=== decode_scoreboard ===
### Cell density map, decode_scoreboard

Scale bar: 20 um. The die is cut into 12 by 16 equal tiles; black is low, pale yellow is high, 0 to 100% covered.
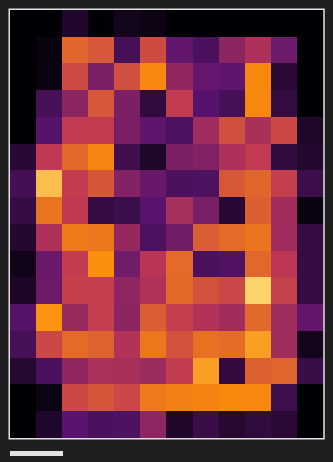

[src/rtl/decode_scoreboard.sv]
// decode_scoreboard: RAW/WAW hazard scoreboard for the scalar and vector register files, with a drain FSM.
// Optional macro SB_WB_BYPASS_EN: a same-cycle write-back masks the source-busy check.
`default_nettype none

module decode_scoreboard #(
    parameter int NREG = 32,
    parameter int AW   = $clog2(NREG)
) (
    input  logic            clk,
    input  logic            rst,
    input  logic            id_valid,
    input  logic [AW-1:0]   id_rs1,
    input  logic [AW-1:0]   id_rs2,
    input  logic [AW-1:0]   id_rd,
    input  logic            id_use_rs1,
    input  logic            id_use_rs2,
    input  logic            id_src_vec,
    input  logic            id_wr_sc,
    input  logic            id_wr_vec,
    input  logic            flush,
    input  logic            wb_wr_sc,
    input  logic            wb_wr_vec,
    input  logic [AW-1:0]   wb_rd,
    input  logic            drain_req,
    output logic            stall,
    output logic            issue,
    output logic            drained,
    output logic            sb_err,
    output logic [NREG-1:0] pend_sc,
    output logic [NREG-1:0] pend_vec
);

    typedef enum logic [1:0] {
        S_RUN     = 2'd0,
        S_DRAIN   = 2'd1,
        S_DRAINED = 2'd2
    } state_t;

    state_t state;

    logic [NREG-1:0] clr_sc, clr_vec, set_sc, set_vec;
    logic [NREG-1:0] nxt_sc, nxt_vec, src_pend;
    logic            hazard, wb_err, all_clear;

    always_comb begin
        clr_sc  = '0;
        clr_vec = '0;
        set_sc  = '0;
        set_vec = '0;
        if (wb_wr_sc)  clr_sc[wb_rd]  = 1'b1;
        if (wb_wr_vec) clr_vec[wb_rd] = 1'b1;

        src_pend = id_src_vec ? pend_vec : pend_sc;
`ifdef SB_WB_BYPASS_EN
        // Register file writes before it reads, so a retiring producer is already visible.
        src_pend = src_pend & ~(id_src_vec ? clr_vec : clr_sc);
`endif

        hazard = id_valid & ((id_use_rs1 & src_pend[id_rs1]) |
                             (id_use_rs2 & src_pend[id_rs2]) |
                             (id_wr_sc   & pend_sc[id_rd])   |
                             (id_wr_vec  & pend_vec[id_rd]));
        issue  = id_valid & ~hazard & ~flush & (state == S_RUN);
        stall  = id_valid & ~issue & ~flush;

        if (issue & id_wr_sc)  set_sc[id_rd]  = 1'b1;
        if (issue & id_wr_vec) set_vec[id_rd] = 1'b1;

        // Set wins over clear: the newly issued producer is younger than the retiring one.
        nxt_sc  = (pend_sc  & ~clr_sc)  | set_sc;
        nxt_vec = (pend_vec & ~clr_vec) | set_vec;

        wb_err = (wb_wr_sc  & ~pend_sc[wb_rd]  & ~set_sc[wb_rd]) |
                 (wb_wr_vec & ~pend_vec[wb_rd] & ~set_vec[wb_rd]);
        all_clear = ~(|nxt_sc) & ~(|nxt_vec);
    end

    assign drained = (state == S_DRAINED);

    always_ff @(posedge clk or negedge rst) begin
        if (!rst) begin
            pend_sc  <= '0;
            pend_vec <= '0;
            sb_err   <= 1'b0;
            state    <= S_RUN;
        end else begin
            pend_sc  <= nxt_sc;
            pend_vec <= nxt_vec;
            if (wb_err) sb_err <= 1'b1;
            case (state)
                S_RUN: begin
                    if (drain_req) state <= all_clear ? S_DRAINED : S_DRAIN;
                end
                S_DRAIN: begin
                    if (!drain_req)     state <= S_RUN;
                    else if (all_clear) state <= S_DRAINED;
                end
                S_DRAINED: begin
                    if (!drain_req) state <= S_RUN;
                end
                default: state <= S_RUN;
            endcase
        end
    end

endmodule

`default_nettype wire

[config.mk]
export PLATFORM = sky130hd
export DESIGN_NAME = decode_scoreboard
export DESIGN_NICKNAME = d
export VERILOG_FILES = /design/src/rtl/decode_scoreboard.sv
export SDC_FILE = /design/constraint.sdc
export NUM_CORES = 1
export LEC_CHECK = 0
export CAP_MARGIN = 0
export CORE_ASPECT_RATIO = 1.4
export CORE_MARGIN = 5
export CORE_UTILIZATION = 35
export CTS_CLUSTER_DIAMETER = 200
export DETAILED_ROUTE_END_ITERATION = 6
export MAX_ROUTING_LAYER = met4
export RECOVER_POWER = 50
export SLEW_MARGIN = 40
export SYNTH_ARGS = -nofsm -noshare
export SYNTH_HDL_FRONTEND = slang
export SYNTH_SLANG_ARGS = --single-unit
[constraint.sdc]
create_clock -name clk -period 16.6 [get_ports clk]
set_input_delay 4.98 -clock clk [delete_from_list [all_inputs] [get_ports clk]]
set_output_delay 4.98 -clock clk [all_outputs]
set_load 0.02 [all_outputs]
=== apple_gen ===
[src/rtl/apple_gen.sv]
// Apple placement and eat detection for the snake game: LFSR-driven candidates checked serially against the body.
// Optional sequential sweep fallback is enabled with `define APPLE_GEN_SWEEP_EN.
module apple_gen #(
  parameter logic [15:0] SEED      = 16'hACE1,
  parameter int          MAX_TRIES = 32,
  parameter logic [3:0]  RESET_X   = 4'd12,
  parameter logic [3:0]  RESET_Y   = 4'd8
) (
  input  logic       clk,
  input  logic       rst,
  input  logic       enable,
  input  logic       collision,
  input  logic [3:0] head_x,
  input  logic [3:0] head_y,
  input  logic [7:0] snake_length,
  input  logic [3:0] x [0:127],
  input  logic [3:0] y [0:127],
  output logic [3:0] apple_x,
  output logic [3:0] apple_y,
  output logic       apple_eaten,
  output logic       apple_valid
);

`ifdef APPLE_GEN_SWEEP_EN
  localparam bit SWEEP_EN = 1'b1;
`else
  localparam bit SWEEP_EN = 1'b0;
`endif

  typedef enum logic [1:0] {HOLD, PICK, SCAN, PLACE} state_t;

  state_t      state_reg, state_next;
  logic [15:0] lfsr_reg, lfsr_next;
  logic [7:0]  cand_reg, cand_next;
  logic [7:0]  idx_reg, idx_next;
  logic [7:0]  tries_reg, tries_next;
  logic        sweep_reg, sweep_next;
  logic [3:0]  apple_x_next, apple_y_next;
  logic        eaten_next, valid_next;
  logic [7:0]  len_eff;
  logic        hit, head_hit, sweep_now, scan_done;

  assign lfsr_next = lfsr_reg[0] ? ((lfsr_reg >> 1) ^ 16'hB400) : (lfsr_reg >> 1);
  assign len_eff   = (snake_length > 8'd128) ? 8'd128 : snake_length;
  assign scan_done = (idx_reg >= len_eff);
  // idx reaches 128 only when scan_done already masks the compare
  assign hit       = ({x[idx_reg[6:0]], y[idx_reg[6:0]]} == cand_reg);
  assign head_hit  = enable && !collision && (head_x == apple_x) && (head_y == apple_y);
  assign sweep_now = SWEEP_EN && (sweep_reg || (tries_reg == 8'(MAX_TRIES)));

  always_ff @(posedge clk or negedge rst) begin
    if (!rst) state_reg <= HOLD;
    else      state_reg <= state_next;
  end

  always_comb begin
    state_next = state_reg;
    if (!collision) begin
      case (state_reg)
        HOLD:    if (head_hit) state_next = PICK;
        PICK:    state_next = SCAN;
        SCAN: begin
          if (scan_done) state_next = PLACE;
          else if (hit)  state_next = PICK;
        end
        PLACE:   state_next = HOLD;
        default: state_next = HOLD;
      endcase
    end
  end

  always_comb begin
    cand_next    = cand_reg;
    idx_next     = idx_reg;
    tries_next   = tries_reg;
    sweep_next   = sweep_reg;
    apple_x_next = apple_x;
    apple_y_next = apple_y;
    valid_next   = apple_valid;
    eaten_next   = 1'b0;
    if (!collision) begin
      case (state_reg)
        HOLD: eaten_next = head_hit;
        PICK: begin
          cand_next  = sweep_now ? cand_reg + 8'd1 : lfsr_reg[7:0];
          sweep_next = sweep_now;
          idx_next   = 8'd0;
          tries_next = (tries_reg == 8'hFF) ? tries_reg : tries_reg + 8'd1;
          valid_next = 1'b0;
        end
        SCAN: begin
          if (!scan_done && !hit) idx_next = idx_reg + 8'd1;
        end
        PLACE: begin
          apple_x_next = cand_reg[7:4];
          apple_y_next = cand_reg[3:0];
          valid_next   = 1'b1;
          tries_next   = 8'd0;
          sweep_next   = 1'b0;
        end
        default: ;
      endcase
    end
  end

  always_ff @(posedge clk or negedge rst) begin
    if (!rst) begin
      lfsr_reg    <= SEED;
      cand_reg    <= 8'd0;
      idx_reg     <= 8'd0;
      tries_reg   <= 8'd0;
      sweep_reg   <= 1'b0;
      apple_x     <= RESET_X;
      apple_y     <= RESET_Y;
      apple_eaten <= 1'b0;
      apple_valid <= 1'b1;
    end else begin
      lfsr_reg    <= lfsr_next;
      cand_reg    <= cand_next;
      idx_reg     <= idx_next;
      tries_reg   <= tries_next;
      sweep_reg   <= sweep_next;
      apple_x     <= apple_x_next;
      apple_y     <= apple_y_next;
      apple_eaten <= eaten_next;
      apple_valid <= valid_next;
    end
  end

endmodule
[config.mk]
export PLATFORM = sky130hd
export DESIGN_NAME = apple_gen
export DESIGN_NICKNAME = d
export VERILOG_FILES = /design/src/rtl/apple_gen.sv
export SDC_FILE = /design/constraint.sdc
export NUM_CORES = 1
export LEC_CHECK = 0
export CAP_MARGIN = 20
export CORE_AREA = 2 2 407 409
export DETAILED_ROUTE_END_ITERATION = 10
export DIE_AREA = 0 0 409 411
export DONT_BUFFER_PORTS = 1
export PLACE_DENSITY = 0.3
export SYNTH_ARGS = -nofsm -noshare
export SYNTH_HDL_FRONTEND = slang
export SYNTH_SLANG_ARGS = --single-unit
[constraint.sdc]
create_clock -name clk -period 4.3 [get_ports clk]
set_clock_uncertainty 0.1 [all_clocks]
set_input_delay 0.86 -clock clk [delete_from_list [all_inputs] [get_ports clk]]
set_output_delay 0.86 -clock clk [all_outputs]
set_load 0.01 [all_outputs]
=== wb_rx_dma_master_flat ===
===== src/rtl/wb_rx_dma_master_pkg.sv =====
// Shared types and constants for the Wishbone RX DMA initiator.
// The length/status word layout is {ovf, 15'b0, len[15:0]}.
package wb_rx_dma_master_pkg;

    typedef enum logic [2:0] {
        ST_IDLE      = 3'd0,
        ST_COLLECT   = 3'd1,
        ST_WRITE     = 3'd2,
        ST_LEN_WRITE = 3'd3,
        ST_DRAIN     = 3'd4
    } state_e;

    localparam logic [3:0] SEL_FULL = 4'hF;
    localparam int         OVF_BIT  = 31;
    localparam int         LEN_MSB  = 15;

    function automatic logic [31:0] len_word(input logic ovf, input logic [LEN_MSB:0] len);
        logic [31:0] w;
        w            = '0;
        w[LEN_MSB:0] = len;
        w[OVF_BIT]   = ovf;
        return w;
    endfunction

endpackage


===== src/rtl/wb_rx_dma_master_if.sv =====
// Byte-stream input and classic Wishbone write-master signals of the RX DMA block.
// The master modport is the DMA side; slave is the stream source / bus target side.
interface wb_rx_dma_master_if;

    logic        s_data_v;
    logic [7:0]  s_data;
    logic        s_last;
    logic        s_ready;

    logic        wbm_cyc_o;
    logic        wbm_stb_o;
    logic        wbm_we_o;
    logic [3:0]  wbm_sel_o;
    logic [31:0] wbm_adr_o;
    logic [31:0] wbm_dat_o;
    logic        wbm_ack_i;
    logic        wbm_err_i;

    modport master (
        input  s_data_v, s_data, s_last, wbm_ack_i, wbm_err_i,
        output s_ready, wbm_cyc_o, wbm_stb_o, wbm_we_o, wbm_sel_o, wbm_adr_o, wbm_dat_o
    );

    modport slave (
        output s_data_v, s_data, s_last, wbm_ack_i, wbm_err_i,
        input  s_ready, wbm_cyc_o, wbm_stb_o, wbm_we_o, wbm_sel_o, wbm_adr_o, wbm_dat_o
    );

endinterface


===== src/rtl/wb_rx_byte_packer.sv =====
// Little-endian byte-to-word packer: byte k of a word lands in lane k, its sel bit is set.
// word_o/sel_o include the byte being pushed so the caller can launch on the same edge.
module wb_rx_byte_packer #(
    parameter int unsigned OCT = 8
) (
    input  logic               clk_i,
    input  logic               rst_ni,
    input  logic               push_i,
    input  logic [OCT-1:0]     byte_i,
    input  logic               last_i,
    output logic [4*OCT-1:0]   word_o,
    output logic [3:0]         sel_o,
    output logic               word_ready_o,
    output logic               last_o
);

    logic [1:0]       lane_q;
    logic [4*OCT-1:0] word_q;
    logic [3:0]       sel_q;

    always_comb begin
        word_o       = word_q;
        sel_o        = sel_q;
        word_ready_o = push_i && (lane_q == 2'd3 || last_i);
        last_o       = push_i && last_i;
        if (push_i) begin
            for (int i = 0; i < 4; i++) begin
                if (lane_q == 2'(i)) begin
                    word_o[i*OCT +: OCT] = byte_i;
                    sel_o[i]             = 1'b1;
                end
            end
        end
    end

    // A completed word is handed off and the packer restarts at lane 0.
    always_ff @(posedge clk_i or negedge rst_ni) begin
        if (!rst_ni) begin
            lane_q <= 2'd0;
            word_q <= '0;
            sel_q  <= 4'd0;
        end else if (push_i) begin
            if (word_ready_o) begin
                lane_q <= 2'd0;
                word_q <= '0;
                sel_q  <= 4'd0;
            end else begin
                lane_q <= lane_q + 2'd1;
                word_q <= word_o;
                sel_q  <= sel_o;
            end
        end
    end

endmodule


===== src/rtl/wb_rx_dma_master.sv =====
// Wishbone initiator writing a received byte stream as 32-bit words from DST_BASE upward,
// then closing each frame with a {ovf, len} status write to LEN_ADDR.
//
// state      | meaning
// -----------+-----------------------------------------------------------
// IDLE       | waiting for the first byte of a frame (s_ready = enable_i)
// COLLECT    | packing bytes into the current word
// WRITE      | data word on the bus, waiting for ack/err/timeout
// LEN_WRITE  | dead cycle, then length/status word on the bus
// DRAIN      | bus error: discard bytes up to s_last
module wb_rx_dma_master
    import wb_rx_dma_master_pkg::*;
#(
    parameter int unsigned OCT       = 8,
    parameter logic [31:0] DST_BASE  = 32'h4000_0000,
    parameter logic [31:0] LEN_ADDR  = 32'h3000_0028,
    parameter int unsigned MAX_WORDS = 512,
    parameter int unsigned TIMEOUT   = 255
) (
    input  logic                wb_clk_i,
    input  logic                wb_rst_ni,
    input  logic                enable_i,
    wb_rx_dma_master_if.master  bus,
    output logic                done_o,
    output logic                err_o,
    output logic [15:0]         frame_len_o
);

    localparam logic [15:0] CAP_BYTES = 16'(MAX_WORDS * 4);
    localparam logic [7:0]  TMR_LOAD  = 8'(TIMEOUT - 1);

    state_e           state_q, state_d;
    logic             cyc_q, cyc_d;
    logic [31:0]      adr_q, adr_d;
    logic [4*OCT-1:0] dat_q, dat_d;
    logic [3:0]       sel_q, sel_d;
    logic [31:0]      ptr_q, ptr_d;
    logic [15:0]      len_q, len_d;
    logic             ovf_q, ovf_d;
    logic             end_q, end_d;
    logic [7:0]       tmr_q, tmr_d;
    logic             done_q, done_d;
    logic             err_q, err_d;
    logic [15:0]      flen_q, flen_d;

    logic             s_ready;
    logic             accept;
    logic             store;
    logic             abort;
    logic [4*OCT-1:0] pk_word;
    logic [3:0]       pk_sel;
    logic             pk_ready;
    logic             pk_last;

    always_comb begin
        s_ready = 1'b0;
        case (state_q)
            ST_IDLE:              s_ready = enable_i;
            ST_COLLECT, ST_DRAIN: s_ready = 1'b1;
            default:              s_ready = 1'b0;
        endcase
    end

    assign accept = bus.s_data_v && s_ready;
    // Only IDLE/COLLECT accept into the packer; DRAIN discards.
    assign store  = accept && (state_q != ST_DRAIN) && (len_q < CAP_BYTES);

    wb_rx_byte_packer #(.OCT(OCT)) u_packer (
        .clk_i        (wb_clk_i),
        .rst_ni       (wb_rst_ni),
        .push_i       (store),
        .byte_i       (bus.s_data),
        .last_i       (bus.s_last),
        .word_o       (pk_word),
        .sel_o        (pk_sel),
        .word_ready_o (pk_ready),
        .last_o       (pk_last)
    );

    always_comb begin
        state_d = state_q;
        cyc_d   = cyc_q;
        adr_d   = adr_q;
        dat_d   = dat_q;
        sel_d   = sel_q;
        ptr_d   = ptr_q;
        len_d   = len_q;
        ovf_d   = ovf_q;
        end_d   = end_q;
        tmr_d   = tmr_q;
        done_d  = 1'b0;
        err_d   = err_q;
        flen_d  = flen_q;
        abort   = 1'b0;

        case (state_q)
            ST_IDLE, ST_COLLECT: begin
                if (accept) begin
                    if (state_q == ST_IDLE) begin
                        err_d = 1'b0;
                    end
                    state_d = ST_COLLECT;
                    if (store) begin
                        len_d = len_q + 16'd1;
                    end else begin
                        ovf_d = 1'b1;
                    end
                    if (pk_ready) begin
                        cyc_d   = 1'b1;
                        adr_d   = ptr_q;
                        dat_d   = pk_word;
                        sel_d   = pk_sel;
                        tmr_d   = TMR_LOAD;
                        end_d   = pk_last;
                        state_d = ST_WRITE;
                    end else if (bus.s_last) begin
                        // Frame ended on a dropped byte: nothing pending, go straight to status.
                        end_d   = 1'b1;
                        state_d = ST_LEN_WRITE;
                    end
                end
            end

            ST_WRITE: begin
                if (bus.wbm_err_i || (!bus.wbm_ack_i && tmr_q == 8'd0)) begin
                    abort = 1'b1;
                end else if (bus.wbm_ack_i) begin
                    cyc_d   = 1'b0;
                    sel_d   = 4'd0;
                    dat_d   = '0;
                    ptr_d   = ptr_q + 32'd4;
                    state_d = end_q ? ST_LEN_WRITE : ST_COLLECT;
                end else begin
                    tmr_d = tmr_q - 8'd1;
                end
            end

            ST_LEN_WRITE: begin
                // Entered with cyc low, which gives the dead cycle before the status write.
                if (!cyc_q) begin
                    cyc_d = 1'b1;
                    adr_d = LEN_ADDR;
                    dat_d = len_word(ovf_q, len_q);
                    sel_d = SEL_FULL;
                    tmr_d = TMR_LOAD;
                end else if (bus.wbm_err_i || (!bus.wbm_ack_i && tmr_q == 8'd0)) begin
                    abort = 1'b1;
                end else if (bus.wbm_ack_i) begin
                    cyc_d   = 1'b0;
                    sel_d   = 4'd0;
                    dat_d   = '0;
                    flen_d  = len_q;
                    done_d  = 1'b1;
                    ptr_d   = DST_BASE;
                    len_d   = 16'd0;
                    ovf_d   = 1'b0;
                    end_d   = 1'b0;
                    state_d = ST_IDLE;
                end else begin
                    tmr_d = tmr_q - 8'd1;
                end
            end

            ST_DRAIN: begin
                if (accept && bus.s_last) begin
                    state_d = ST_IDLE;
                end
            end

            default: state_d = ST_IDLE;
        endcase

        if (abort) begin
            cyc_d   = 1'b0;
            sel_d   = 4'd0;
            dat_d   = '0;
            err_d   = 1'b1;
            ptr_d   = DST_BASE;
            len_d   = 16'd0;
            ovf_d   = 1'b0;
            end_d   = 1'b0;
            state_d = end_q ? ST_IDLE : ST_DRAIN;
        end
    end

    always_ff @(posedge wb_clk_i or negedge wb_rst_ni) begin
        if (!wb_rst_ni) begin
            state_q <= ST_IDLE;
            cyc_q   <= 1'b0;
            adr_q   <= 32'd0;
            dat_q   <= '0;
            sel_q   <= 4'd0;
            ptr_q   <= DST_BASE;
            len_q   <= 16'd0;
            ovf_q   <= 1'b0;
            end_q   <= 1'b0;
            tmr_q   <= 8'd0;
            done_q  <= 1'b0;
            err_q   <= 1'b0;
            flen_q  <= 16'd0;
        end else begin
            state_q <= state_d;
            cyc_q   <= cyc_d;
            adr_q   <= adr_d;
            dat_q   <= dat_d;
            sel_q   <= sel_d;
            ptr_q   <= ptr_d;
            len_q   <= len_d;
            ovf_q   <= ovf_d;
            end_q   <= end_d;
            tmr_q   <= tmr_d;
            done_q  <= done_d;
            err_q   <= err_d;
            flen_q  <= flen_d;
        end
    end

    assign bus.s_ready   = s_ready;
    assign bus.wbm_cyc_o = cyc_q;
    assign bus.wbm_stb_o = cyc_q;
    assign bus.wbm_we_o  = cyc_q;
    assign bus.wbm_adr_o = adr_q;
    assign bus.wbm_dat_o = dat_q;
    assign bus.wbm_sel_o = sel_q;
    assign done_o        = done_q;
    assign err_o         = err_q;
    assign frame_len_o   = flen_q;

endmodule


===== src/flat_wrapper.sv =====
// flat-port wrapper written by rule: the top's interface ports become plain ports
module wb_rx_dma_master_flat import wb_rx_dma_master_pkg::*;
#(
    parameter int unsigned OCT       = 8,
    parameter logic [31:0] DST_BASE  = 32'h4000_0000,
    parameter logic [31:0] LEN_ADDR  = 32'h3000_0028,
    parameter int unsigned MAX_WORDS = 512,
    parameter int unsigned TIMEOUT   = 255
)
  (wb_clk_i, wb_rst_ni, enable_i, done_o, err_o, frame_len_o, bus_s_data_v, bus_s_data, bus_s_last, bus_wbm_ack_i, bus_wbm_err_i, bus_s_ready, bus_wbm_cyc_o, bus_wbm_stb_o, bus_wbm_we_o, bus_wbm_sel_o, bus_wbm_adr_o, bus_wbm_dat_o);
  wb_rx_dma_master_if bus_i ();
  input  logic wb_clk_i;
  input  logic wb_rst_ni;
  input  logic enable_i;
  output logic done_o;
  output logic err_o;
  output logic [15:0] frame_len_o;
  input wire logic [$bits(bus_i.s_data_v)-1:0] bus_s_data_v;
  input wire logic [$bits(bus_i.s_data)-1:0] bus_s_data;
  input wire logic [$bits(bus_i.s_last)-1:0] bus_s_last;
  input wire logic [$bits(bus_i.wbm_ack_i)-1:0] bus_wbm_ack_i;
  input wire logic [$bits(bus_i.wbm_err_i)-1:0] bus_wbm_err_i;
  output wire logic [$bits(bus_i.s_ready)-1:0] bus_s_ready;
  output wire logic [$bits(bus_i.wbm_cyc_o)-1:0] bus_wbm_cyc_o;
  output wire logic [$bits(bus_i.wbm_stb_o)-1:0] bus_wbm_stb_o;
  output wire logic [$bits(bus_i.wbm_we_o)-1:0] bus_wbm_we_o;
  output wire logic [$bits(bus_i.wbm_sel_o)-1:0] bus_wbm_sel_o;
  output wire logic [$bits(bus_i.wbm_adr_o)-1:0] bus_wbm_adr_o;
  output wire logic [$bits(bus_i.wbm_dat_o)-1:0] bus_wbm_dat_o;
  assign bus_i.s_data_v = bus_s_data_v;
  assign bus_i.s_data = bus_s_data;
  assign bus_i.s_last = bus_s_last;
  assign bus_i.wbm_ack_i = bus_wbm_ack_i;
  assign bus_i.wbm_err_i = bus_wbm_err_i;
  assign bus_s_ready = bus_i.s_ready;
  assign bus_wbm_cyc_o = bus_i.wbm_cyc_o;
  assign bus_wbm_stb_o = bus_i.wbm_stb_o;
  assign bus_wbm_we_o = bus_i.wbm_we_o;
  assign bus_wbm_sel_o = bus_i.wbm_sel_o;
  assign bus_wbm_adr_o = bus_i.wbm_adr_o;
  assign bus_wbm_dat_o = bus_i.wbm_dat_o;
  wb_rx_dma_master #(.OCT(OCT), .DST_BASE(DST_BASE), .LEN_ADDR(LEN_ADDR), .MAX_WORDS(MAX_WORDS), .TIMEOUT(TIMEOUT)) u_core (.wb_clk_i(wb_clk_i), .wb_rst_ni(wb_rst_ni), .enable_i(enable_i), .bus(bus_i), .done_o(done_o), .err_o(err_o), .frame_len_o(frame_len_o));
endmodule

===== config.mk =====
export PLATFORM = sky130hd
export DESIGN_NAME = wb_rx_dma_master_flat
export DESIGN_NICKNAME = d
export VERILOG_FILES = /design/src/rtl/wb_rx_dma_master_pkg.sv /design/src/rtl/wb_rx_dma_master_if.sv /design/src/rtl/wb_rx_byte_packer.sv /design/src/rtl/wb_rx_dma_master.sv /design/src/flat_wrapper.sv
export SDC_FILE = /design/constraint.sdc
export NUM_CORES = 1
export LEC_CHECK = 0
export ABC_AREA = 1
export CAP_MARGIN = 20
export CORE_ASPECT_RATIO = 0.75
export CORE_MARGIN = 5
export CORE_UTILIZATION = 35
export DETAILED_ROUTE_END_ITERATION = 6
export GPL_TIMING_DRIVEN = 0
export PLACE_DENSITY = 0.63
export SLEW_MARGIN = 10
export SYNTH_ARGS = -nofsm -noshare
export SYNTH_HDL_FRONTEND = slang
export SYNTH_SLANG_ARGS = --single-unit

===== constraint.sdc =====
create_clock -name wb_clk_i -period 4.4 [get_ports wb_clk_i]
set_input_delay 0.88 -clock wb_clk_i [delete_from_list [all_inputs] [get_ports wb_clk_i]]
set_output_delay 0.88 -clock wb_clk_i [all_outputs]
set_load 0.005 [all_outputs]

### Routing congestion map, wb_rx_dma_master_flat

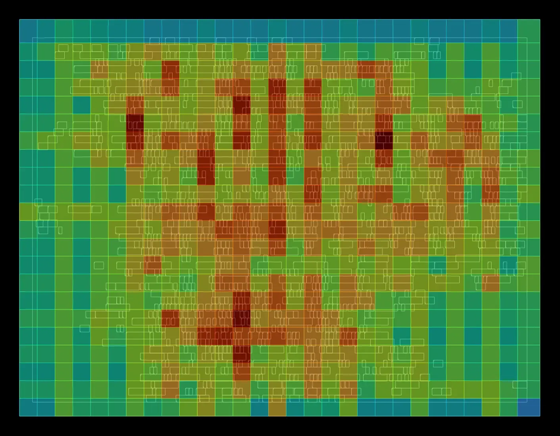
wire length per cell: 16.1 um
aggregate global-route resource usage: 19.1%
busiest layer in global routing: met1
met2 usage in global routing: 27.2%

==> notes.md, wb_rx_dma_master_flat <==
From the run reports.

- The remaining global-route overflow is 0.
- The leakage power of the design reads 5.86 nW.
- The cell count in the Yosys report reads 1356.
- The synthesis report lists the most area-consuming cells as dfrtp_1 (47%), nand2_1 (21%), nor2_1 (4.8%).
- Per the detailed-route log, wirelength across all metal layers totals 29700 um.
- The maximum count of clock buffers along a single path is 2.
- In this run the cell area of the synthesized design comes to 9670 um^2.
- The count of buffers not belonging to the clock network in the layout is 165.
- The share of the core filled by cells before placement is 35.6%.
- The final layout reports a setup TNS of 0 ns.
- 995 cells are multi-input combinational gates.
- In this run the number of cells on the critical path is 4.
- The final-stage net count reads 1503.
- The tally of nets with antenna violations remaining after routing is 0.
- The maximum cell stage delay along the critical path reads 0.54 ns.
- The multi-input combinational cell area reads 4370 um^2.
- The core footprint reads 27100 um^2.
- The run finished with clean final reports.
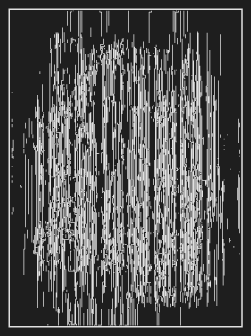
*Signal wires on met2, decode_scoreboard*
longest straight run: 82.6 um
main direction: vertical
wire length on this layer: 14700 um

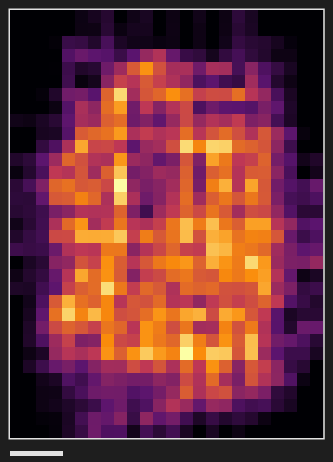
*Routed metal per tile, decode_scoreboard*
Scale bar: 20 um. The die is cut into 24 by 33 equal tiles; black is low, pale yellow is high, scaled to the fullest tile. Values are wire area over tile area, all layers added.
emptiest ninth of the die: top left
mean over tiles: 0.27
densest ninth of the die: middle
tiles over half the peak: 33%

About 'Cell density map' of decode_scoreboard:
nearly empty tiles: 10%
densest ninth of the die: bottom middle
tiles over 75% full: 3.1%
fullest tile: 91%
mean over tiles: 36%

==> notes.md, decode_scoreboard <==
From the run reports.

- The setup slack of the worst register-to-register path reads 12.70 ns.
- The wire length of the first global-routing pass reads 44300 um.
- The final tally of max-slew violations is 68.
- The leakage power of the design reads 2.82 nW.
- The detailed-route via count reads 6286.
- The tightest hold path in the finished design has a slack of 0.535 ns.
- For the clock group, total power comes out at 0.203 mW.
- Adding up every negative setup slack in the final design gives 0 ns.
- According to the timing report, the arrival time at the worst endpoint equals 8.61 ns.
- The count of clock-net buffers in the final layout is 9.
- The final reports fail on capacitance limit, slew limit.
- The startpoint identified for the worst register-to-register timing path is state[0].
- The ratio of cells with drive above 1 in the final layout reads 13.1%.
- The total track usage reads 32.1%.
- Headroom to the max-slew limit came out at -166%.
- The flow ran to the end, but the final reports show violations.
- According to the I/O placement log, the pin count is 100.
- The part of the power in registers is 34.0%.
- The tool flagged a number of max-cap violations equal to 1.
- The count of endpoints failing hold in the final timing report reads 0.
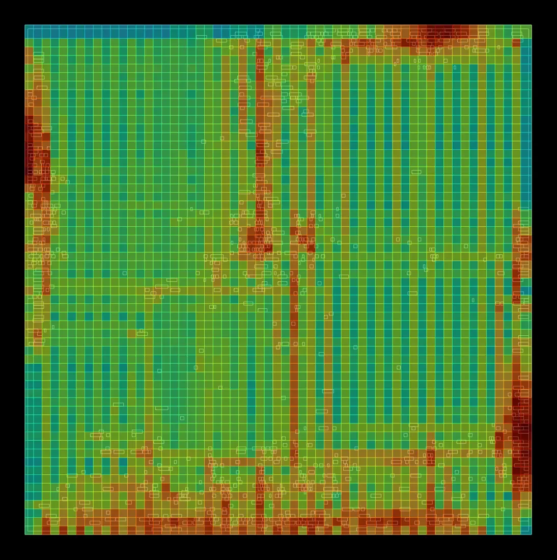
*Routing congestion map, apple_gen*
final cell utilization of the core: 9.14%
routing usage on met3: 3.63%

==> notes.md, apple_gen <==
From the run reports.

- The run finished with clean final reports.
- The top contributor to total power reads combinational cells.
- The timing report gives the biggest stage delay along the critical path as 0.56 ns.
- The final-stage net count reads 2061.
- The flow reports an fmax of 0.239 GHz.
- The main kind of combinational logic by area is multiplexers.
- The number of cells after detailed placement reads 3171.
- The power attributed to sequential cells reads 0.633 mW.
- For the completed layout, the total cell area is recorded as 15000 um^2.
- The final tally of max-slew violations reads 0.
- The area added between synthesis and finish reads 43.1%.
- The kind of start point of the critical path reads a flip-flop.
- The terminus of the critical flop-to-flop path is idx_reg[6].
- The fraction of synthesized cell area in xor and xnor cells is 1.26%.
- The power in combinational cells is 10.1 mW.
- The post-placement worst setup slack reads -0.515 ns.
- The clock-pin slew of the registers on the worst-case setup and hold paths reads 0.07 ns.
- The instance count of the mapped netlist is 938.
- The fill cell instance count of the final layout reads 18839.
- The count of library flops with an enable pin reads 0.
- The routed wire length per instance reads 37.2 um.
- The number of warnings in the stage logs reads 26.
- The number of different library cells used by synthesis comes to 61.
- The async set-or-reset flop fraction in the synthesized netlist is 100%.
- The post-DP HPWL is 108000 um.
- After layout the signal buffers, clock cells excluded, come to 11.3% of cell area.
- The synthesized area per cell reads 11.2 um^2.
- For reference, the final report shows the hold violation count at 0.
- Summed over all routing layers, the global router reports a total usage of 13.4%.

## Gallery

Met1 routing.
picture 1
Scale bar: 50 um.
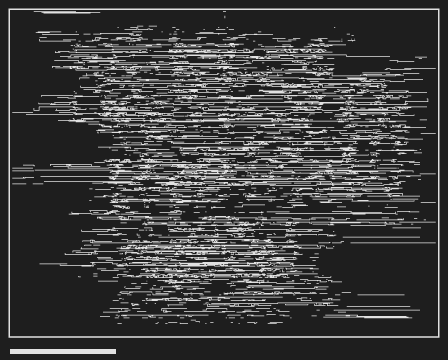
picture 2
Scale bar: 100 um.
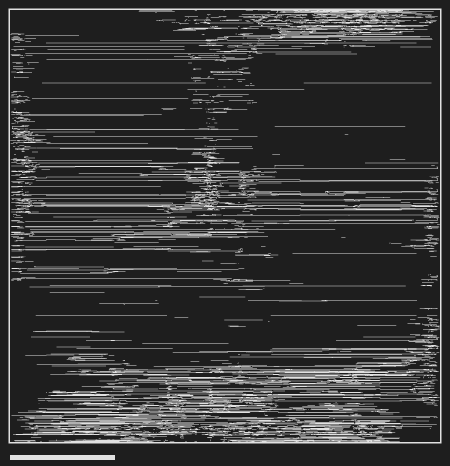
picture 3
Scale bar: 20 um.
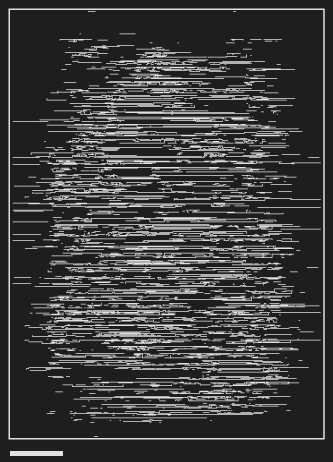
Picture 1 comes from wb_rx_dma_master_flat.
Picture 2 comes from apple_gen.
Picture 3 comes from decode_scoreboard.


=== tdc_multichannel_core ===
### Routing congestion map, tdc_multichannel_core

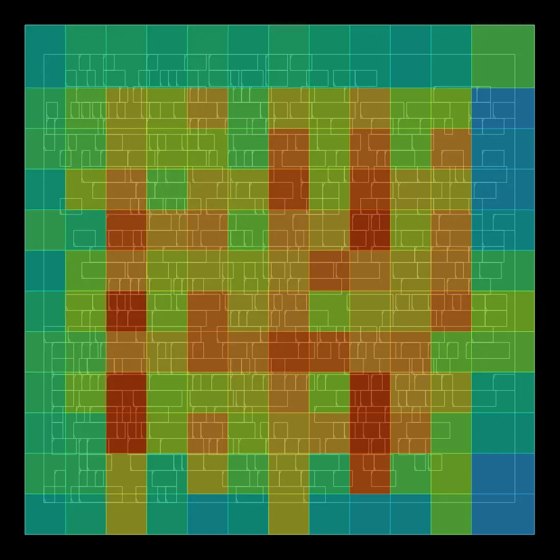

==> config.mk <==
export PLATFORM = sky130hd
export DESIGN_NAME = tdc_multichannel_core
export DESIGN_NICKNAME = d
export VERILOG_FILES = /design/src/rtl/tdc_multichannel_core.sv
export SDC_FILE = /design/constraint.sdc
export NUM_CORES = 1
export LEC_CHECK = 0
export CAP_MARGIN = 0
export CORE_MARGIN = 3
export CORE_UTILIZATION = 48
export DETAILED_ROUTE_END_ITERATION = 16
export PLACE_DENSITY = 0.74
export SYNTH_ARGS = -nofsm -noshare
export SYNTH_HDL_FRONTEND = slang
export SYNTH_SLANG_ARGS = --single-unit
==> constraint.sdc <==
create_clock -name clk -period 3.4 [get_ports clk]
set_clock_uncertainty 0.1 [all_clocks]
set_input_delay 0.34 -clock clk [delete_from_list [all_inputs] [get_ports clk]]
set_output_delay 0.34 -clock clk [all_outputs]
set_load 0.05 [all_outputs]
==> src/rtl/tdc_multichannel_core.sv <==
// Multi-channel TDC core: shared start, per-channel stop capture, buffered readout.
// Optional TDC_BUBBLE_FIX_EN enables a majority bubble filter on the fine code.
module tdc_multichannel_core #(
  parameter  int TAPS     = 16,
  parameter  int COARSE_W = 8,
  parameter  int CHANNELS = 2,
  localparam int FINE_W   = $clog2(TAPS) + 1,
  localparam int CH_W     = (CHANNELS > 1) ? $clog2(CHANNELS) : 1
) (
  input  logic                     clk,
  input  logic                     rst_n,
  input  logic                     arm_i,
  input  logic                     start_i,
  input  logic [CHANNELS-1:0]      stop_i,
  input  logic [CHANNELS*TAPS-1:0] taps_i,
  output logic                     res_valid_o,
  input  logic                     res_ready_i,
  output logic [CH_W-1:0]          res_chan_o,
  output logic [COARSE_W-1:0]      res_coarse_o,
  output logic [FINE_W-1:0]        res_fine_o,
  output logic                     res_timeout_o,
  output logic                     busy_o
);

  typedef enum logic [1:0] {
    IDLE,
    ARMED,
    RUN,
    DRAIN
  } state_t;

  state_t state;
  state_t state_nx;

  logic                               start_q;
  logic [CHANNELS-1:0]                stop_q;
  logic                               start_edge;
  logic [CHANNELS-1:0]                stop_edge;
  logic [COARSE_W-1:0]                coarse;
  logic                               sat;
  logic                               run_st;
  logic [CHANNELS-1:0]                hit;
  logic [CHANNELS-1:0]                hit_nx;
  logic [CHANNELS-1:0]                cap;
  logic [CHANNELS-1:0]                tmo;
  logic [CHANNELS-1:0][COARSE_W-1:0]  res_coarse;
  logic [CHANNELS-1:0][FINE_W-1:0]    res_fine;
  logic [CHANNELS-1:0][FINE_W-1:0]    fine_now;
  logic [CHANNELS-1:0]                res_to;
  logic [CH_W-1:0]                    rd_idx;
  logic                               last_rd;

  function automatic logic [FINE_W-1:0] fine_code(
    input logic [TAPS-1:0] t
  );
`ifdef TDC_BUBBLE_FIX_EN
    logic [TAPS+1:0]   ext;
    logic [TAPS-1:0]   f;
    logic              run;
    logic [FINE_W-1:0] n;
    // ext[i+1] is tap i; edges padded 1 below and 0 above
    ext = {1'b0, t, 1'b1};
    f   = '0;
    for (int i = 0; i < TAPS; i++) begin
      f[i] = (ext[i] & ext[i+1]) |
             (ext[i] & ext[i+2]) |
             (ext[i+1] & ext[i+2]);
    end
    n   = '0;
    run = 1'b1;
    for (int i = 0; i < TAPS; i++) begin
      run = run & f[i];
      n   = n + FINE_W'(run);
    end
    return n;
`else
    logic [FINE_W-1:0] n;
    n = '0;
    for (int i = 0; i < TAPS; i++) begin
      n = n + FINE_W'(t[i]);
    end
    return n;
`endif
  endfunction

  always_comb begin
    fine_now = '0;
    for (int c = 0; c < CHANNELS; c++) begin
      fine_now[c] = fine_code(taps_i[c*TAPS +: TAPS]);
    end
  end

  assign start_edge = start_i & ~start_q;
  assign stop_edge  = stop_i & ~stop_q;
  assign sat        = &coarse;
  assign run_st     = (state == RUN);
  assign cap        = run_st ? (stop_edge & ~hit) : '0;
  // a stop edge in the saturation cycle wins over timeout
  assign tmo        = (run_st && sat) ? (~hit & ~stop_edge) : '0;
  assign hit_nx     = hit | cap | tmo;
  assign last_rd    = (rd_idx == CH_W'(CHANNELS - 1));

  always_ff @(posedge clk) begin
    if (!rst_n) begin
      state <= IDLE;
    end else begin
      state <= state_nx;
    end
  end

  always_comb begin
    state_nx = state;
    unique case (state)
      IDLE: begin
        if (arm_i) state_nx = ARMED;
      end
      ARMED: begin
        if (start_edge) state_nx = RUN;
      end
      RUN: begin
        if (&hit_nx) state_nx = DRAIN;
      end
      DRAIN: begin
        if (res_ready_i && last_rd) state_nx = IDLE;
      end
      default: state_nx = IDLE;
    endcase
  end

  always_ff @(posedge clk) begin
    if (!rst_n) begin
      start_q <= 1'b0;
      stop_q  <= '0;
    end else begin
      start_q <= start_i;
      stop_q  <= stop_i;
    end
  end

  always_ff @(posedge clk) begin
    if (!rst_n) begin
      coarse     <= '0;
      hit        <= '0;
      res_coarse <= '0;
      res_fine   <= '0;
      res_to     <= '0;
      rd_idx     <= '0;
    end else begin
      unique case (state)
        IDLE: begin
          coarse     <= '0;
          hit        <= '0;
          res_coarse <= '0;
          res_fine   <= '0;
          res_to     <= '0;
          rd_idx     <= '0;
        end
        ARMED: begin
          if (start_edge) coarse <= '0;
        end
        RUN: begin
          if (!sat) coarse <= coarse + COARSE_W'(1);
          hit <= hit_nx;
          for (int c = 0; c < CHANNELS; c++) begin
            if (cap[c]) begin
              res_coarse[c] <= coarse;
              res_fine[c]   <= fine_now[c];
            end else if (tmo[c]) begin
              res_coarse[c] <= '1;
              res_fine[c]   <= '0;
              res_to[c]     <= 1'b1;
            end
          end
        end
        DRAIN: begin
          if (res_ready_i && !last_rd) begin
            rd_idx <= rd_idx + CH_W'(1);
          end
        end
        default: begin
          coarse <= '0;
        end
      endcase
    end
  end

  assign res_valid_o   = (state == DRAIN);
  assign busy_o        = (state != IDLE);
  assign res_chan_o    = res_valid_o ? rd_idx : '0;
  assign res_coarse_o  = res_valid_o ? res_coarse[rd_idx] : '0;
  assign res_fine_o    = res_valid_o ? res_fine[rd_idx] : '0;
  assign res_timeout_o = res_valid_o ? res_to[rd_idx] : 1'b0;

endmodule

=== sample_stream_tx_flat ===
`config.mk`:
```
export PLATFORM = sky130hd
export DESIGN_NAME = sample_stream_tx_flat
export DESIGN_NICKNAME = d
export VERILOG_FILES = /design/src/rtl/sample_stream_tx_if.sv /design/src/rtl/sample_stream_tx.sv /design/src/flat_wrapper.sv
export SDC_FILE = /design/constraint.sdc
export NUM_CORES = 1
export LEC_CHECK = 0
export ABC_AREA = 0
export CORE_MARGIN = 2
export CORE_UTILIZATION = 35
export DETAILED_ROUTE_END_ITERATION = 12
export PLACE_DENSITY = 0.68
export SLEW_MARGIN = 20
export SYNTH_ARGS = -nofsm -noshare
export SYNTH_HDL_FRONTEND = slang
export SYNTH_SLANG_ARGS = --single-unit
```
`constraint.sdc`:
```
create_clock -name clk -period 3.5 [get_ports clk]
set_input_delay 0.875 -clock clk [delete_from_list [all_inputs] [get_ports clk]]
set_output_delay 0.875 -clock clk [all_outputs]
set_load 0.01 [all_outputs]
```
`src/rtl/sample_stream_tx_if.sv`:
```
// Purpose  : valid/ready sample stream feeding sample_stream_tx.
// Latency  : pure wiring; no storage.
// Backpres.: o_ready low stalls the source; a word moves only when i_valid & o_ready.
// Ports    : i_sample (signed sample), i_valid (sample valid) driven by the source;
//            o_ready (transmitter can accept) driven by the transmitter.
interface sample_stream_tx_if #(
   parameter int BITS_PER_ELEM = 8
);
   logic signed [BITS_PER_ELEM-1:0] i_sample;
   logic                            i_valid;
   logic                            o_ready;

   modport master (output i_sample, output i_valid, input o_ready);
   modport slave  (input i_sample, input i_valid, output o_ready);
endinterface

```
`src/rtl/sample_stream_tx.sv`:
```
// Purpose  : buffers samples in a small FIFO and serialises each onto o_value with an
//            o_data_clk strobe (value set up, strobe pulsed, value held) for a shift-register line.
// Latency  : push into an empty idle FIFO at edge N -> o_value at N+1, strobe rises at N+1+SETUP_CYCLES.
// Backpres.: o_ready drops when the FIFO is full; i_enable low lets the word in flight finish, then idles.
// Ports    : clk, rst (async, active-low); i_src (sample/valid/ready stream, slave side);
//            i_enable (allow new transfers); i_period (requested clocks between strobe rises);
//            o_value/o_data_clk (to core i_value/i_data_clk); o_level (FIFO occupancy);
//            o_busy (transfer in progress); o_underrun (sticky starvation flag while enabled).
module sample_stream_tx #(
   parameter int BITS_PER_ELEM = 8,
   parameter int FIFO_DEPTH    = 4,
   parameter int SETUP_CYCLES  = 2,
   parameter int HIGH_CYCLES   = 2,
   parameter int LOW_CYCLES    = 2,
   parameter int PERIOD_W      = 16
) (
   input  logic                              clk,
   input  logic                              rst,
   sample_stream_tx_if.slave                 i_src,
   input  logic                              i_enable,
   input  logic [PERIOD_W-1:0]               i_period,
   output logic signed [BITS_PER_ELEM-1:0]   o_value,
   output logic                              o_data_clk,
   output logic [$clog2(FIFO_DEPTH):0]       o_level,
   output logic                              o_busy,
   output logic                              o_underrun
);

   localparam int AW    = $clog2(FIFO_DEPTH);
   localparam int LW    = AW + 1;
   localparam int MIN_P = SETUP_CYCLES + HIGH_CYCLES + LOW_CYCLES;
   // Counter must hold both the largest requested period and the minimum word time.
   localparam int CW    = ((PERIOD_W > $clog2(MIN_P + 1)) ? PERIOD_W : $clog2(MIN_P + 1)) + 1;

   localparam logic [CW-1:0] C_SETUP_END = CW'(SETUP_CYCLES);
   localparam logic [CW-1:0] C_HIGH_END  = CW'(SETUP_CYCLES + HIGH_CYCLES);
   localparam logic [CW-1:0] C_MIN_P     = CW'(MIN_P);
   localparam logic [LW-1:0] C_FULL      = LW'(FIFO_DEPTH);

   typedef enum logic [1:0] {
      ST_IDLE  = 2'd0,
      ST_SETUP = 2'd1,
      ST_HIGH  = 2'd2,
      ST_LOW   = 2'd3
   } state_t;

   // FIFO storage and bookkeeping
   logic [BITS_PER_ELEM-1:0]        r_mem [FIFO_DEPTH];
   logic [AW-1:0]                   r_wr_ptr;
   logic [AW-1:0]                   r_rd_ptr;
   logic [LW-1:0]                   r_level;
   logic                            r_ready;

   // Transfer state
   state_t                          r_state;
   logic [CW-1:0]                   r_cnt;
   logic [CW-1:0]                   r_period;
   logic signed [BITS_PER_ELEM-1:0] r_value;
   logic                            r_data_clk;
   logic                            r_underrun;

   state_t                          w_state_nxt;
   logic                            w_push;
   logic                            w_pop;
   logic                            w_empty;
   logic                            w_low_done;
   logic                            w_starve;
   logic                            w_data_clk_nxt;
   logic                            w_busy;
   logic [LW-1:0]                   w_level_nxt;
   logic [CW-1:0]                   w_period_ext;
   logic [CW-1:0]                   w_period_eff;

   assign w_empty      = (r_level == '0);
   assign w_push       = i_src.i_valid & r_ready;
   assign w_period_ext = CW'(i_period);
   // Short requests are stretched so every word gets its full setup/high/low windows.
   assign w_period_eff = (w_period_ext > C_MIN_P) ? w_period_ext : C_MIN_P;

   always_comb begin
      w_level_nxt = r_level;
      case ({w_push, w_pop})
         2'b10:   w_level_nxt = r_level + 1'b1;
         2'b01:   w_level_nxt = r_level - 1'b1;
         default: w_level_nxt = r_level;
      endcase
   end

   // FSM: state register
   always_ff @(posedge clk or negedge rst) begin
      if (!rst) begin
         r_state <= ST_IDLE;
      end else begin
         r_state <= w_state_nxt;
      end
   end

   // FSM: next state. r_cnt counts clocks since the pop that started the word,
   // so each window boundary is a fixed count and the period check is cnt >= P.
   always_comb begin
      w_state_nxt = r_state;
      w_pop       = 1'b0;
      w_low_done  = 1'b0;
      unique case (r_state)
         ST_IDLE: begin
            if (i_enable && !w_empty) begin
               w_pop       = 1'b1;
               w_state_nxt = ST_SETUP;
            end
         end
         ST_SETUP: begin
            if (r_cnt == C_SETUP_END) w_state_nxt = ST_HIGH;
         end
         ST_HIGH: begin
            if (r_cnt == C_HIGH_END) w_state_nxt = ST_LOW;
         end
         ST_LOW: begin
            // r_period >= MIN_P, so this also guarantees LOW_CYCLES clocks in LOW.
            if (r_cnt >= r_period) begin
               w_low_done = 1'b1;
               if (i_enable && !w_empty) begin
                  w_pop       = 1'b1;
                  w_state_nxt = ST_SETUP;
               end else begin
                  w_state_nxt = ST_IDLE;
               end
            end
         end
         default: w_state_nxt = ST_IDLE;
      endcase
   end

   // FSM: outputs
   always_comb begin
      w_busy         = (r_state != ST_IDLE);
      w_data_clk_nxt = (w_state_nxt == ST_HIGH);
      w_starve       = w_low_done & i_enable & w_empty;
   end

   // FIFO storage is not reset; only occupancy decides what is readable.
   always_ff @(posedge clk) begin
      if (w_push) r_mem[r_wr_ptr] <= i_src.i_sample;
   end

   always_ff @(posedge clk or negedge rst) begin
      if (!rst) begin
         r_wr_ptr   <= '0;
         r_rd_ptr   <= '0;
         r_level    <= '0;
         r_ready    <= 1'b1;
         r_cnt      <= '0;
         r_period   <= C_MIN_P;
         r_value    <= '0;
         r_data_clk <= 1'b0;
         r_underrun <= 1'b0;
      end else begin
         if (w_push) r_wr_ptr <= r_wr_ptr + 1'b1;

         // Period is latched at pop so later i_period changes leave the word in flight alone.
         if (w_pop) begin
            r_rd_ptr <= r_rd_ptr + 1'b1;
            r_value  <= r_mem[r_rd_ptr];
            r_cnt    <= CW'(1);
            r_period <= w_period_eff;
         end else if (w_busy) begin
            r_cnt <= r_cnt + 1'b1;
         end

         r_level    <= w_level_nxt;
         r_ready    <= (w_level_nxt != C_FULL);
         r_data_clk <= w_data_clk_nxt;

         if (!i_enable)     r_underrun <= 1'b0;
         else if (w_starve) r_underrun <= 1'b1;
      end
   end

   assign i_src.o_ready = r_ready;
   assign o_value       = r_value;
   assign o_data_clk    = r_data_clk;
   assign o_level       = r_level;
   assign o_busy        = w_busy;
   assign o_underrun    = r_underrun;

endmodule

```
`src/flat_wrapper.sv`:
```
// flat-port wrapper written by rule: the top's interface ports become plain ports
module sample_stream_tx_flat 
#(
   parameter int BITS_PER_ELEM = 8,
   parameter int FIFO_DEPTH    = 4,
   parameter int SETUP_CYCLES  = 2,
   parameter int HIGH_CYCLES   = 2,
   parameter int LOW_CYCLES    = 2,
   parameter int PERIOD_W      = 16
)
  (clk, rst, i_enable, i_period, o_value, o_data_clk, o_level, o_busy, o_underrun, i_src_i_sample, i_src_i_valid, i_src_o_ready);
  sample_stream_tx_if #(.BITS_PER_ELEM(BITS_PER_ELEM)) i_src_i ();
  input  logic clk;
  input  logic rst;
  input  logic i_enable;
  input  logic [PERIOD_W-1:0] i_period;
  output logic signed [BITS_PER_ELEM-1:0] o_value;
  output logic o_data_clk;
  output logic [$clog2(FIFO_DEPTH):0] o_level;
  output logic o_busy;
  output logic o_underrun;
  input wire logic [$bits(i_src_i.i_sample)-1:0] i_src_i_sample;
  input wire logic [$bits(i_src_i.i_valid)-1:0] i_src_i_valid;
  output wire logic [$bits(i_src_i.o_ready)-1:0] i_src_o_ready;
  assign i_src_i.i_sample = i_src_i_sample;
  assign i_src_i.i_valid = i_src_i_valid;
  assign i_src_o_ready = i_src_i.o_ready;
  sample_stream_tx #(.BITS_PER_ELEM(BITS_PER_ELEM), .FIFO_DEPTH(FIFO_DEPTH), .SETUP_CYCLES(SETUP_CYCLES), .HIGH_CYCLES(HIGH_CYCLES), .LOW_CYCLES(LOW_CYCLES), .PERIOD_W(PERIOD_W)) u_core (.clk(clk), .rst(rst), .i_src(i_src_i), .i_enable(i_enable), .i_period(i_period), .o_value(o_value), .o_data_clk(o_data_clk), .o_level(o_level), .o_busy(o_busy), .o_underrun(o_underrun));
endmodule
```
### Met1 routing, sample_stream_tx_flat

Scale bar: 20 um.
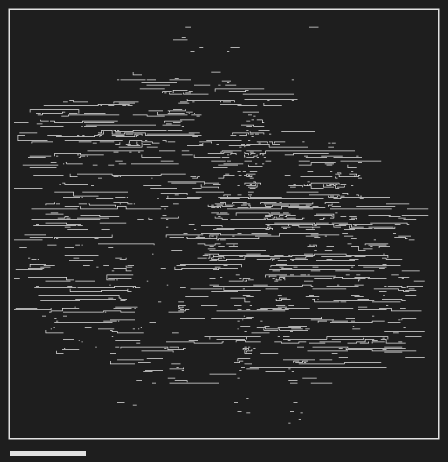
nets with wire on the layer: 389
share of all routed wire: 44%
longest straight run: 35.9 um
main direction: horizontal
wire length on this layer: 3540 um

==> notes.md, sample_stream_tx_flat <==
From the run reports.

- The run finished with clean final reports.
- The fraction of power spent switching nets reads 35.2%.
- The maximum count of clock buffers along a single path is 2.
- Per report_power, the Clock row totals 0.947 mW.
- The largest net degree at the start of global routing is 43.
- After global routing, the most crowded layer is met2.
- The post-synthesis share of cell area spent on and, or, nand and nor gates reads 10.8%.
- Per the power-grid run, VDD falls by no more than 0.483 mV.
- The placed instance area is 4710 um^2.
- The number of ordinary inverters in the final layout reads 27.
- The cell type with the highest aggregate area in the netlist is dfrtp_1.
- The number of ports placed on the die boundary reads 43.
- The part of the power in registers reads 40.3%.
- The maximum frequency from static timing analysis is 0.314 GHz.
- Cells fill 43.6% of the core in the end.
- The number of antenna diodes reads 0.
- For this block, the routed nets add up to 8000 um of wire.
- The net count of the finished layout is 431.
- The combined flip-flop and latch cell area reads 2290 um^2.
- In this run the cell area of the synthesized design comes to 4140 um^2.
- The top cell type in the final layout, fill and taps aside, is dfrtp_1.
- The cell family with the largest share of critical-path delay is AND-OR/OR-AND gates.
- STA classifies the critical path endpoint as a flip-flop.
- The total power per unit cell area reads 846 nW/um^2.
- The total CTS buffers reads 9.
- For this floorplan the total number of well-tap instances is 143.
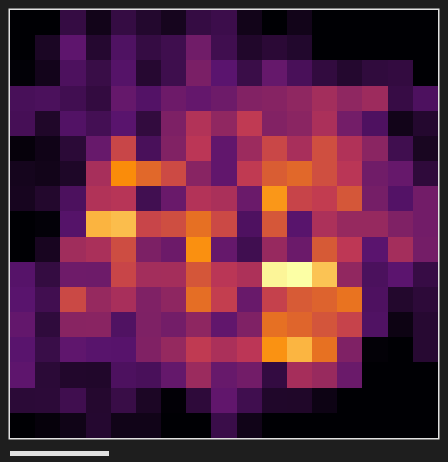
*Routed metal per tile, tdc_multichannel_core*
Scale bar: 20 um. The die is cut into 17 by 17 equal tiles; black is low, pale yellow is high, scaled to the fullest tile. Values are wire area over tile area, all layers added.
tiles over half the peak: 16%
nearly empty tiles: 14%
mean over tiles: 0.15
fullest tile: 0.54
densest ninth of the die: middle

Notes on 'Routing congestion map' of tdc_multichannel_core above:
met1 routing resource usage after global routing: 26.5%
met2 usage in global routing: 34.1%
aggregate global-route resource usage: 20.2%
wire length per cell: 14.7 um

==> notes.md, tdc_multichannel_core <==
From the run reports.

- The run finished with clean final reports.
- The tap cell count reads 75.
- In the layout the commonest cells are inv_1 (50), dfxtp_1 (44), clkdlybuf4s50_1 (37), nand2_1 (29), mux2i_1 (23).
- The top fanout value on the critical path reads 2.
- The total power per unit cell area reads 629 nW/um^2.
- The relative contribution of combinational cells to total power is 55.4%.
- After layout, the clock buffer instance count stands at 6.
- Looking at the area split, the leading class of cells is combinational gates.
- For this run, the detailed router reports a per-instance via density of 5.44.
- Sequential cells consume a total of 0.648 mW.
- The flip-flop and latch count after synthesis reads 44.
- The hold path startpoint reads res_coarse[7].
- The largest net degree at the start of global routing reads 30.
- The terminus of the critical flop-to-flop path reads res_coarse[15].
- The global-route track usage on met3 reads 3.80%.
- Max-cap violations in this run came to 0.
- The most crowded layer after global routing is met2.
- In the final routing, the length of wire on met1 measures 3120 um.
- The share of the core filled by cells before placement is 51.1%.
- The flip-flop and latch count reads 44.
- The number of warnings in the stage logs is 31.
- The area added between synthesis and finish reads 24.2%.
- Per the layout area report, the sequential fraction of cell area is 22.8%.
- The non-clock inverters instantiated in the layout total 58.
- RePlAce ended its routability-driven mode at a weighted congestion of 0.796.
- The analysis attributes to net switching a power of 0.986 mW.
- The count of hold-fix buffers inserted at cts is 0.
- Along the critical path, the tally of buffer and inverter instances is 3.
- The destination of the critical timing path is res_fine[8].
- The number of detailed-routing iterations run before antenna repair reads 4.

==> notes/layouts.md <==
Pictures saved along the way, in no particular order.

Signal wires on met2.
shot_01.png
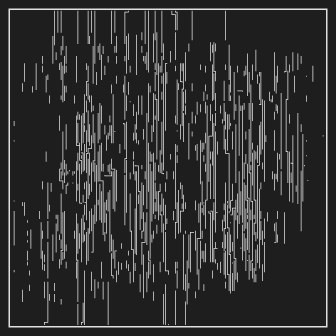
shot_02.png
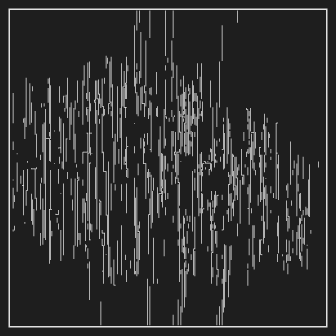
shot_02.png: sample_stream_tx_flat
shot_01.png: tdc_multichannel_core



==> notes/layouts.md <==
Pictures saved along the way, in no particular order.

Cell density map.
(a)
Scale bar: 20 um. The die is cut into 9 by 9 equal tiles; black is low, pale yellow is high, 0 to 100% covered.
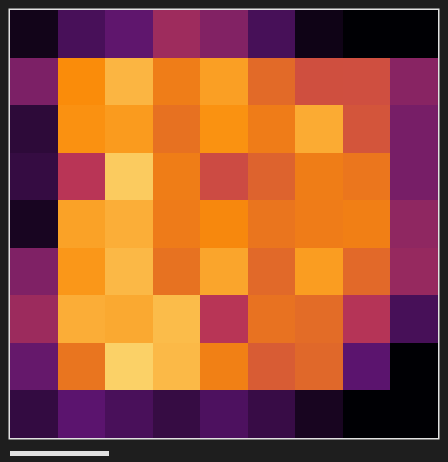
(b)
Scale bar: 100 um. The die is cut into 20 by 21 equal tiles; black is low, pale yellow is high, 0 to 100% covered.
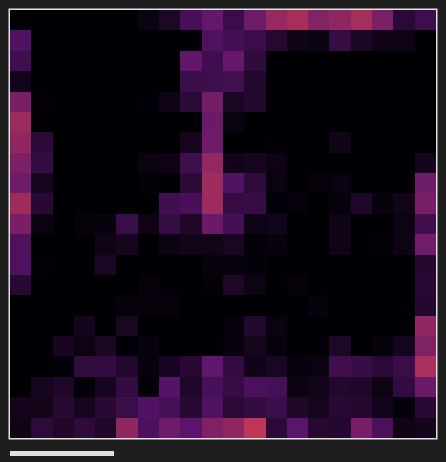
(c)
Scale bar: 50 um. The die is cut into 20 by 15 equal tiles; black is low, pale yellow is high, 0 to 100% covered.
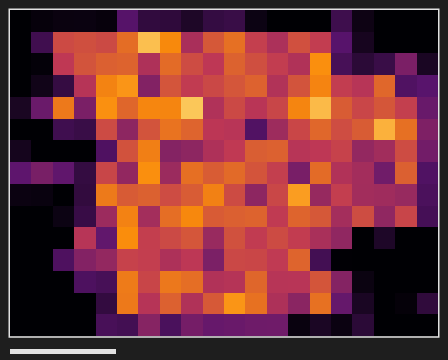
(d)
Scale bar: 20 um. The die is cut into 11 by 11 equal tiles; black is low, pale yellow is high, 0 to 100% covered.
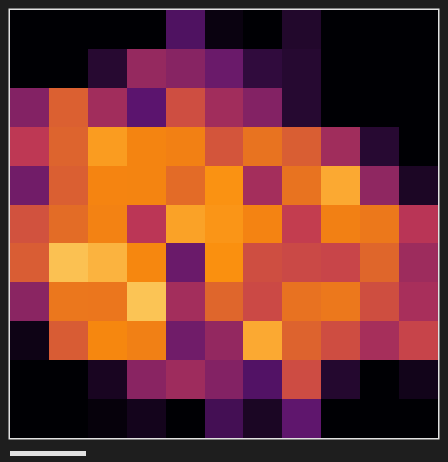
Of these, highest utilization: (a)
(c) -> wb_rx_dma_master_flat
(d) -> sample_stream_tx_flat
(b) -> apple_gen
(a) -> tdc_multichannel_core

Key to (c):
emptiest ninth of the die: bottom right
densest ninth of the die: middle
nearly empty tiles: 19%

No activity file was given, so power comes from the tool's default toggle rates.
